# design 1

## config.mk

```make
export PLATFORM = sky130hd
export DESIGN_NAME = datamem_arbiter
export DESIGN_NICKNAME = d
export VERILOG_FILES = /design/src/rtl/datamem_arb_pkg.sv /design/src/rtl/datamem_arb_grant.sv /design/src/rtl/datamem_arbiter.sv
export SDC_FILE = /design/constraint.sdc
export NUM_CORES = 1
export LEC_CHECK = 0
export CAP_MARGIN = 20
export CELL_PAD_IN_SITES_DETAIL_PLACEMENT = 0
export CELL_PAD_IN_SITES_GLOBAL_PLACEMENT = 1
export CORE_AREA = 3 3 230 232
export CTS_BUF_LIST = sky130_fd_sc_hd__clkbuf_2
export CTS_CLUSTER_SIZE = 20
export DETAILED_ROUTE_END_ITERATION = 16
export DIE_AREA = 0 0 233 235
export PLACE_DENSITY_LB_ADDON = 0.12
export SLEW_MARGIN = 0
export SYNTH_ARGS = -nofsm -noshare
export SYNTH_HDL_FRONTEND = slang
export SYNTH_SLANG_ARGS = --single-unit
```

## constraint.sdc

```tcl
create_clock -name clk -period 4.1 [get_ports clk]
set_clock_uncertainty 0.15 [all_clocks]
set_input_delay 0.82 -clock clk [delete_from_list [all_inputs] [get_ports clk]]
set_output_delay 0.82 -clock clk [all_outputs]
set_load 0.01 [all_outputs]
```

## src/rtl/datamem_arb_pkg.sv

```systemverilog
// Shared types for the datamem arbiter: FSM states, port id, latched request payload.
// Round-robin arbitration is enabled with DATAMEM_ARB_ROUND_ROBIN_EN (see datamem_arb_grant).
package datamem_arb_pkg;

    localparam int unsigned LAT_CNT_W  = 4;
    localparam int unsigned PKG_ADDR_W = 64;
    localparam int unsigned PKG_DATA_W = 64;

    typedef enum logic [1:0] {
        IDLE   = 2'd0,
        ACCESS = 2'd1,
        RESP   = 2'd2
    } arb_state_e;

    typedef logic port_id_t;

    // Sized for the widest supported configuration; narrower ports are zero-extended.
    typedef struct packed {
        logic                  write;
        logic [PKG_ADDR_W-1:0] addr;
        logic [PKG_DATA_W-1:0] wdata;
        logic [3:0]            xfer;
    } mem_req_t;

endpackage

```

## src/rtl/datamem_arb_grant.sv

```systemverilog
// Grant selection for the two requesters; only grants while the sequencer is idle.
// DATAMEM_ARB_ROUND_ROBIN_EN: ties go to the port not granted last; otherwise port 0 wins ties.
module datamem_arb_grant
    import datamem_arb_pkg::*;
(
    input  logic [1:0] i_valid,
    input  logic       i_idle,
`ifdef DATAMEM_ARB_ROUND_ROBIN_EN
    input  port_id_t   i_ptr,
    output port_id_t   o_ptr_next,
`endif
    output logic [1:0] o_grant
);

    always_comb begin
        o_grant = '0;
        if (i_idle) begin
            unique case (i_valid)
                2'b01:   o_grant = 2'b01;
                2'b10:   o_grant = 2'b10;
`ifdef DATAMEM_ARB_ROUND_ROBIN_EN
                // i_ptr holds the last granted port
                2'b11:   o_grant = i_ptr ? 2'b01 : 2'b10;
`else
                2'b11:   o_grant = 2'b01;
`endif
                default: o_grant = '0;
            endcase
        end
    end

`ifdef DATAMEM_ARB_ROUND_ROBIN_EN
    always_comb begin
        o_ptr_next = i_ptr;
        if (o_grant[1])
            o_ptr_next = 1'b1;
        else if (o_grant[0])
            o_ptr_next = 1'b0;
    end
`endif

endmodule

```

## src/rtl/datamem_arbiter.sv

```systemverilog
// Two-port arbiter/sequencer in front of datamem: one access at a time, held MEM_LAT cycles.
// Define DATAMEM_ARB_ROUND_ROBIN_EN for round-robin tie breaking (default: port 0 priority).
module datamem_arbiter
    import datamem_arb_pkg::*;
#(
    parameter int unsigned ADDR_W  = 64,
    parameter int unsigned DATA_W  = 64,
    parameter int unsigned MEM_LAT = 2
) (
    input  logic              clk,
    input  logic              reset,
    input  logic              req0_valid,
    input  logic              req0_write,
    input  logic [ADDR_W-1:0] req0_addr,
    input  logic [DATA_W-1:0] req0_wdata,
    input  logic [3:0]        req0_xfer,
    output logic              req0_ready,
    output logic              req0_done,
    output logic [DATA_W-1:0] req0_rdata,
    input  logic              req1_valid,
    input  logic              req1_write,
    input  logic [ADDR_W-1:0] req1_addr,
    input  logic [DATA_W-1:0] req1_wdata,
    input  logic [3:0]        req1_xfer,
    output logic              req1_ready,
    output logic              req1_done,
    output logic [DATA_W-1:0] req1_rdata,
    output logic [ADDR_W-1:0] mem_addr,
    output logic [DATA_W-1:0] mem_write_data,
    output logic [3:0]        mem_xfer_size,
    output logic              mem_read_enable,
    output logic              mem_write_enable,
    input  logic [DATA_W-1:0] mem_read_data,
    output logic              busy
);

    localparam logic [LAT_CNT_W-1:0] LAT_LOAD = LAT_CNT_W'(MEM_LAT - 1);

    arb_state_e            r_state;
    arb_state_e            w_state_next;
    logic [LAT_CNT_W-1:0]  r_cnt;
    port_id_t              r_port;
    mem_req_t              r_req;
    logic [PKG_DATA_W-1:0] r_rdata;

    logic [1:0]            w_grant;
    logic                  w_accept;
    logic                  w_idle;
    logic                  w_last;
    mem_req_t              w_req_sel;

    // Reset blocks acceptance so a held valid is not taken on the reset edge.
    assign w_idle   = (r_state == IDLE) && !reset;
    assign w_accept = |w_grant;
    assign w_last   = (r_cnt == '0);

`ifdef DATAMEM_ARB_ROUND_ROBIN_EN
    port_id_t r_ptr;
    port_id_t w_ptr_next;

    datamem_arb_grant u_grant (
        .i_valid    ({req1_valid, req0_valid}),
        .i_idle     (w_idle),
        .i_ptr      (r_ptr),
        .o_ptr_next (w_ptr_next),
        .o_grant    (w_grant)
    );

    always_ff @(posedge clk) begin
        if (reset)
            r_ptr <= 1'b1;
        else
            r_ptr <= w_ptr_next;
    end
`else
    datamem_arb_grant u_grant (
        .i_valid (Fill_valid()),
        .i_idle  (w_idle),
        .o_grant (w_grant)
    );

    function automatic logic [1:0] Fill_valid();
        return {req1_valid, req0_valid};
    endfunction
`endif

    always_comb begin
        w_req_sel = '0;
        if (w_grant[1]) begin
            w_req_sel.write = req1_write;
            w_req_sel.addr  = PKG_ADDR_W'(req1_addr);
            w_req_sel.wdata = PKG_DATA_W'(req1_wdata);
            w_req_sel.xfer  = req1_xfer;
        end else begin
            w_req_sel.write = req0_write;
            w_req_sel.addr  = PKG_ADDR_W'(req0_addr);
            w_req_sel.wdata = PKG_DATA_W'(req0_wdata);
            w_req_sel.xfer  = req0_xfer;
        end
    end

    always_ff @(posedge clk) begin
        if (reset) begin
            r_state <= IDLE;
            r_cnt   <= '0;
            r_port  <= 1'b0;
            r_req   <= '0;
            r_rdata <= '0;
        end else begin
            r_state <= w_state_next;
            unique case (r_state)
                IDLE: begin
                    if (w_accept) begin
                        r_req   <= w_req_sel;
                        r_port  <= w_grant[1];
                        r_cnt   <= LAT_LOAD;
                        r_rdata <= '0;
                    end
                end
                ACCESS: begin
                    if (w_last) begin
                        if (!r_req.write)
                            r_rdata <= PKG_DATA_W'(mem_read_data);
                    end else begin
                        r_cnt <= r_cnt - LAT_CNT_W'(1);
                    end
                end
                default: ;
            endcase
        end
    end

    always_comb begin
        w_state_next = r_state;
        unique case (r_state)
            IDLE:    if (w_accept) w_state_next = ACCESS;
            ACCESS:  if (w_last)   w_state_next = RESP;
            RESP:    w_state_next = IDLE;
            default: w_state_next = IDLE;
        endcase
    end

    always_comb begin
        req0_ready       = w_grant[0];
        req1_ready       = w_grant[1];
        req0_done        = 1'b0;
        req1_done        = 1'b0;
        req0_rdata       = '0;
        req1_rdata       = '0;
        mem_addr         = '0;
        mem_write_data   = '0;
        mem_xfer_size    = '0;
        mem_read_enable  = 1'b0;
        mem_write_enable = 1'b0;
        busy             = (r_state != IDLE);
        unique case (r_state)
            ACCESS: begin
                mem_addr         = r_req.addr[ADDR_W-1:0];
                mem_write_data   = r_req.wdata[DATA_W-1:0];
                mem_xfer_size    = r_req.xfer;
                mem_read_enable  = !r_req.write;
                // Store strobe only on the last held cycle: exactly one write per access
                mem_write_enable = r_req.write && w_last;
            end
            RESP: begin
                if (r_port) begin
                    req1_done  = 1'b1;
                    req1_rdata = r_rdata[DATA_W-1:0];
                end else begin
                    req0_done  = 1'b1;
                    req0_rdata = r_rdata[DATA_W-1:0];
                end
            end
            default: ;
        endcase
    end

endmodule

```

==> metrics.csv <==
metric,value,unit
status,completed,
met2_length,28000,um
cp.required,3130,ps
critPathLaunch,r_state[1],
cpLargestDelayFamily,buffers and inverters,
synth-seq-cells,204,
ys_sh_simple,20.0,%
worst_hold_startpoint,req0_addr[16],
synthAoiAreaFrac,34.4,%
irDropWorstVdd,0.128,mV
design.core.area,0.0512,mm^2
worst_path_max_delay_cell,dfxtp_1,
dpl_worst_slack,610,ps
worstHoldPathCells,3,
final_max_slew_viol_count,0,
main_logic_family_after_synthesis,AND-OR/OR-AND gates,
==> sequential cells by signal (all words and copies together) (netlist names) <==
signal,flops
r_cnt,4
r_port,1
r_rdata,64
r_req,133
r_state,2
==> final cells by class <==
cell class                 count  area, um^2
tap                          680         851
antenna                       10        25.0
clock inverter                 7        26.3
fill                        5356       32500
inverter                       6        22.5
multi-input combinational   1001        6880
clock buffer                  98         490
timing repair buffer         626        6350
sequential                   204        4090
==> kinds of logic after synthesis <==
group | count (synthesis)
adder cells (fa/ha/maj) | 2
multiplexers | 40
AND-OR/OR-AND | 560
flip-flops | 204
buffers and inverters | 178
AND/OR/NAND/NOR | 399
### M1 wires, design 1

Scale bar: 50 um. Cells faint in the background.
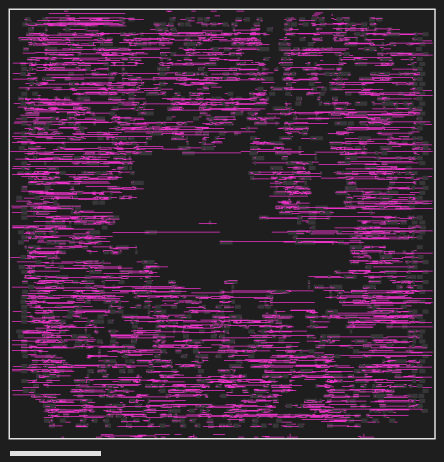
The longest straight run is 71.8 um. The layer holds 39% of the routed length.

### Wiring heat map, design 1

The die is cut into 23 by 24 equal tiles; white is low, dark blue is high, scaled to the fullest tile. Values are wire area over tile area, all layers added.
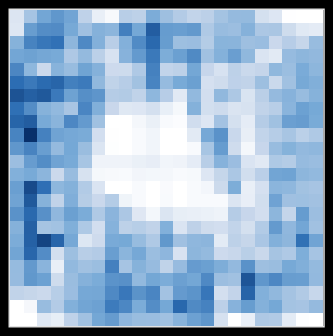
The densest ninth of the die: top left. The mean over all tiles is 0.17. The fullest tile reaches 0.47.


# design 2

### M1 wires, design 2

Scale bar: 20 um. Cells faint in the background.
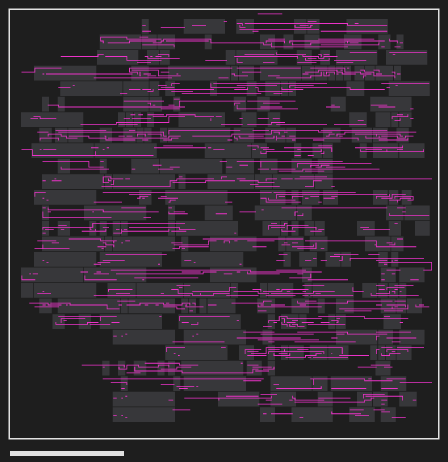
### Metal layers overlaid, design 2

Scale bar: 20 um. Two of the layers only.
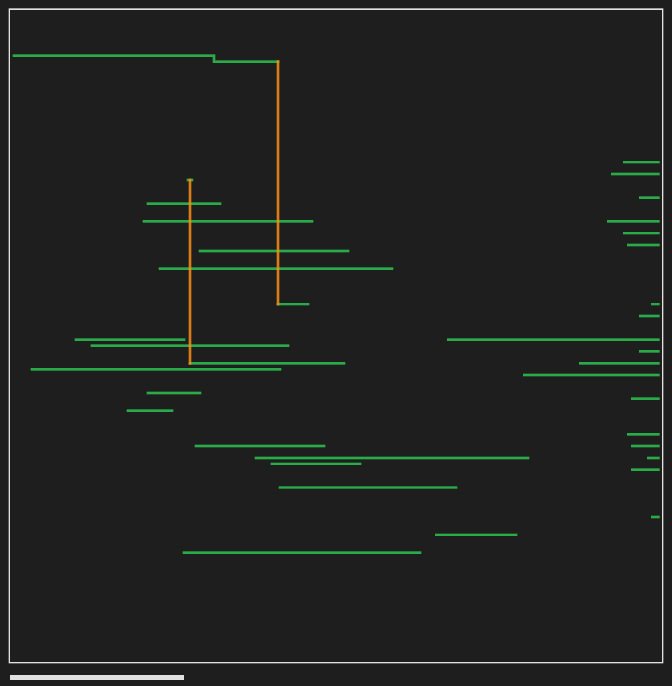
[config.mk]
export PLATFORM = sky130hd
export DESIGN_NAME = pc_seq_unit
export DESIGN_NICKNAME = d
export VERILOG_FILES = /design/src/rtl/pc_seq_unit.sv
export SDC_FILE = /design/constraint.sdc
export NUM_CORES = 1
export LEC_CHECK = 0
export CORE_UTILIZATION = 50
export CTS_CLUSTER_SIZE = 25
export DETAILED_ROUTE_END_ITERATION = 7
export DONT_BUFFER_PORTS = 1
export SLEW_MARGIN = 30
export SYNTH_ARGS = -nofsm -noshare
export SYNTH_HDL_FRONTEND = slang
export SYNTH_SLANG_ARGS = --single-unit
[constraint.sdc]
create_clock -name clk -period 3.05 [get_ports clk]
set_input_delay 0.4575 -clock clk [delete_from_list [all_inputs] [get_ports clk]]
set_output_delay 0.4575 -clock clk [all_outputs]
set_load 0.05 [all_outputs]
[src/rtl/pc_seq_unit.sv]
// Program-counter sequencer: sequential, branch, jump, call/return via a circular RAS.
// Define PC_TRAP_EN to add trap entry (trap_req -> TRAP_VEC) and exception return via epc_out.
module pc_seq_unit #(
    parameter int unsigned PC_BITS     = 8,
    parameter int unsigned INSTR_BYTES = 2,
    parameter int unsigned RAS_DEPTH   = 4,
    parameter int unsigned RESET_VEC   = 0,
    parameter int unsigned TRAP_VEC    = 'hF0
) (
    input  logic                           clk,
    input  logic                           reset,
    input  logic                           pc_latch_data,
    input  logic                           stall,
    input  logic [2:0]                     pc_ctl,
    input  logic [PC_BITS-1:0]             imm,
    input  logic [PC_BITS-1:0]             sr1_val,
`ifdef PC_TRAP_EN
    input  logic                           trap_req,
    output logic [PC_BITS-1:0]             epc_out,
`endif
    output logic [PC_BITS-1:0]             pc_out,
    output logic [$clog2(RAS_DEPTH+1)-1:0] ras_count,
    output logic                           ras_overflow,
    output logic                           ras_underflow,
    output logic                           misalign_err
);

    localparam int unsigned CNT_W = $clog2(RAS_DEPTH + 1);
    localparam int unsigned PTR_W = (RAS_DEPTH > 1) ? $clog2(RAS_DEPTH) : 1;

    localparam logic [PC_BITS-1:0] ALIGN_MASK = PC_BITS'(INSTR_BYTES - 1);
    localparam logic [PC_BITS-1:0] STEP       = PC_BITS'(INSTR_BYTES);
    localparam logic [PTR_W-1:0]   PTR_LAST   = PTR_W'(RAS_DEPTH - 1);
    localparam logic [CNT_W-1:0]   CNT_FULL   = CNT_W'(RAS_DEPTH);

    typedef enum logic [2:0] {
        CTL_SEQ  = 3'b000,
        CTL_REL  = 3'b001,
        CTL_JMP  = 3'b010,
        CTL_CALL = 3'b011,
        CTL_RET  = 3'b100,
        CTL_ERET = 3'b101
    } pc_ctl_e;

    logic [PC_BITS-1:0] ras_mem [RAS_DEPTH];
    logic [PTR_W-1:0]   top_ptr;    // slot the next push writes

    logic               advance;
    logic [PC_BITS-1:0] seq_pc;
    logic [PC_BITS-1:0] rel_pc;
    logic [PC_BITS-1:0] jmp_pc;
    logic [PC_BITS-1:0] next_pc;
    logic [PTR_W-1:0]   ptr_inc;
    logic [PTR_W-1:0]   ptr_dec;
    logic [PTR_W-1:0]   next_ptr;
    logic [CNT_W-1:0]   next_cnt;
    logic               push;
    logic               set_ovf;
    logic               set_unf;
    logic               set_mis;

    assign advance = pc_latch_data & ~stall;

    // Next-PC and RAS bookkeeping for one advance
    always_comb begin
        seq_pc   = pc_out + STEP;
        rel_pc   = pc_out + imm;
        jmp_pc   = sr1_val & ~ALIGN_MASK;
        ptr_inc  = (top_ptr == PTR_LAST) ? '0 : top_ptr + PTR_W'(1);
        ptr_dec  = (top_ptr == '0) ? PTR_LAST : top_ptr - PTR_W'(1);
        next_pc  = seq_pc;
        next_ptr = top_ptr;
        next_cnt = ras_count;
        push     = 1'b0;
        set_ovf  = 1'b0;
        set_unf  = 1'b0;
        set_mis  = 1'b0;
        case (pc_ctl)
            CTL_REL: begin
                next_pc = rel_pc;
            end
            CTL_JMP: begin
                next_pc = jmp_pc;
                set_mis = |(sr1_val & ALIGN_MASK);
            end
            CTL_CALL: begin
                // A push while full lands on the oldest slot, which top_ptr points at
                next_pc  = rel_pc;
                push     = 1'b1;
                next_ptr = ptr_inc;
                if (ras_count == CNT_FULL) begin
                    set_ovf = 1'b1;
                end else begin
                    next_cnt = ras_count + CNT_W'(1);
                end
            end
            CTL_RET: begin
                if (ras_count == '0) begin
                    set_unf = 1'b1;
                end else begin
                    next_pc  = ras_mem[ptr_dec];
                    next_ptr = ptr_dec;
                    next_cnt = ras_count - CNT_W'(1);
                end
            end
`ifdef PC_TRAP_EN
            CTL_ERET: begin
                next_pc = epc_out;
            end
`endif
            default: begin
                next_pc = seq_pc;
            end
        endcase
    end

`ifndef PC_TRAP_EN
    // TRAP_VEC has no effect without the trap feature
    if (TRAP_VEC != 0) begin : g_trap_vec_unused
    end
`endif

    // State update: reset, then trap, then a normal advance
    always_ff @(posedge clk) begin
        if (reset) begin
            pc_out        <= PC_BITS'(RESET_VEC);
            top_ptr       <= '0;
            ras_count     <= '0;
            ras_overflow  <= 1'b0;
            ras_underflow <= 1'b0;
            misalign_err  <= 1'b0;
            for (int i = 0; i < RAS_DEPTH; i++) begin
                ras_mem[i] <= '0;
            end
`ifdef PC_TRAP_EN
            epc_out       <= '0;
`endif
        end
`ifdef PC_TRAP_EN
        else if (trap_req) begin
            epc_out <= pc_out;
            pc_out  <= PC_BITS'(TRAP_VEC);
        end
`endif
        else if (advance) begin
            pc_out        <= next_pc;
            top_ptr       <= next_ptr;
            ras_count     <= next_cnt;
            ras_overflow  <= ras_overflow | set_ovf;
            ras_underflow <= ras_underflow | set_unf;
            misalign_err  <= misalign_err | set_mis;
            if (push) begin
                ras_mem[top_ptr] <= seq_pc;
            end
        end
    end

endmodule
==> metrics.csv <==
metric,value,unit
setup.worst_path.start_class,register,
path_class,register to register,
fmaxAchievable,434,MHz
cts_repair_resize_count,0,
netlist.top_cell.by_instances,nor2_1,
detail_route.drc_violations,0,
hold_path.class,primary input to register,
postCtsSetupBuffers,0,
comb_power,193,uW
synth_stat.cells,245,
route.top_layer_used,met4,
drt-pass1-iter-count,4,
row_count,26,
post_cts_hold_buffer_count,0,
tritoncts_num_sinks,48,
power.switching_fraction,26.8,%
rr_endpoint,pc_out[5],
cts_buffers,5,
grt_use_total,22.3,%
globalplace.congestion,0.786,
synthTopCellsByCount,"nor2_1 (46), edfxtp_1 (32), dfxtp_1 (16), a21oi_1 (10), ha_1 (10)",
drt_wl_total,5920,um
status,completed,
fp.dieArea,0.00562,mm^2
post_route_cells_drive_above_1_share,16.3,%
About 'M1 wires' of design 2:
The wires run mostly horizontal. The layer carries 2570 um of wire. The longest straight run is 29.4 um. 269 nets have wire on it.

About 'Metal layers overlaid' of design 2:
Key: met3 = green [wire length 404 um]; met4 = orange [wire length 49.0 um]

routing by layer:
metal  vias up  global-route usage, %
li1        934                      -
met1       922                   29.9
met2        57                   37.6
met3         4                   4.42
met4         0                   5.24
met5         -                      0
final cells by class:
| type | instances | area [um^2] |
|---|---|---|
| repair buffers | 13 | 97.6 |
| clock buffers | 6 | 72.6 |
| inverters | 11 | 41.3 |
| flip-flops and latches | 48 | 1280 |
| multi-input cells | 177 | 1290 |
| well taps | 70 | 87.6 |
| fillers | 455 | 2230 |
| clock inverters | 2 | 11.3 |


==> screenshots <==
Routing congestion.
Plate I
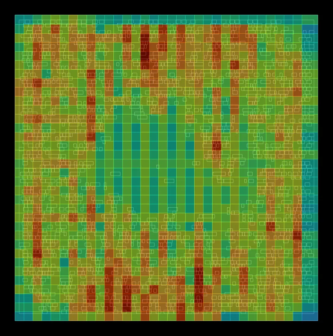
Plate II
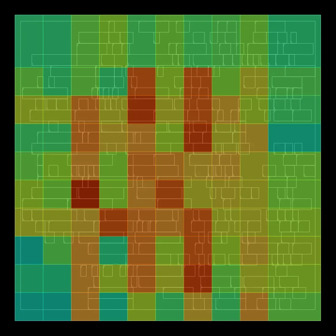
- design 2 = Plate II
- design 1 = Plate I
The one with the highest utilization is Plate II.
The one with the most wire per cell is Plate I.

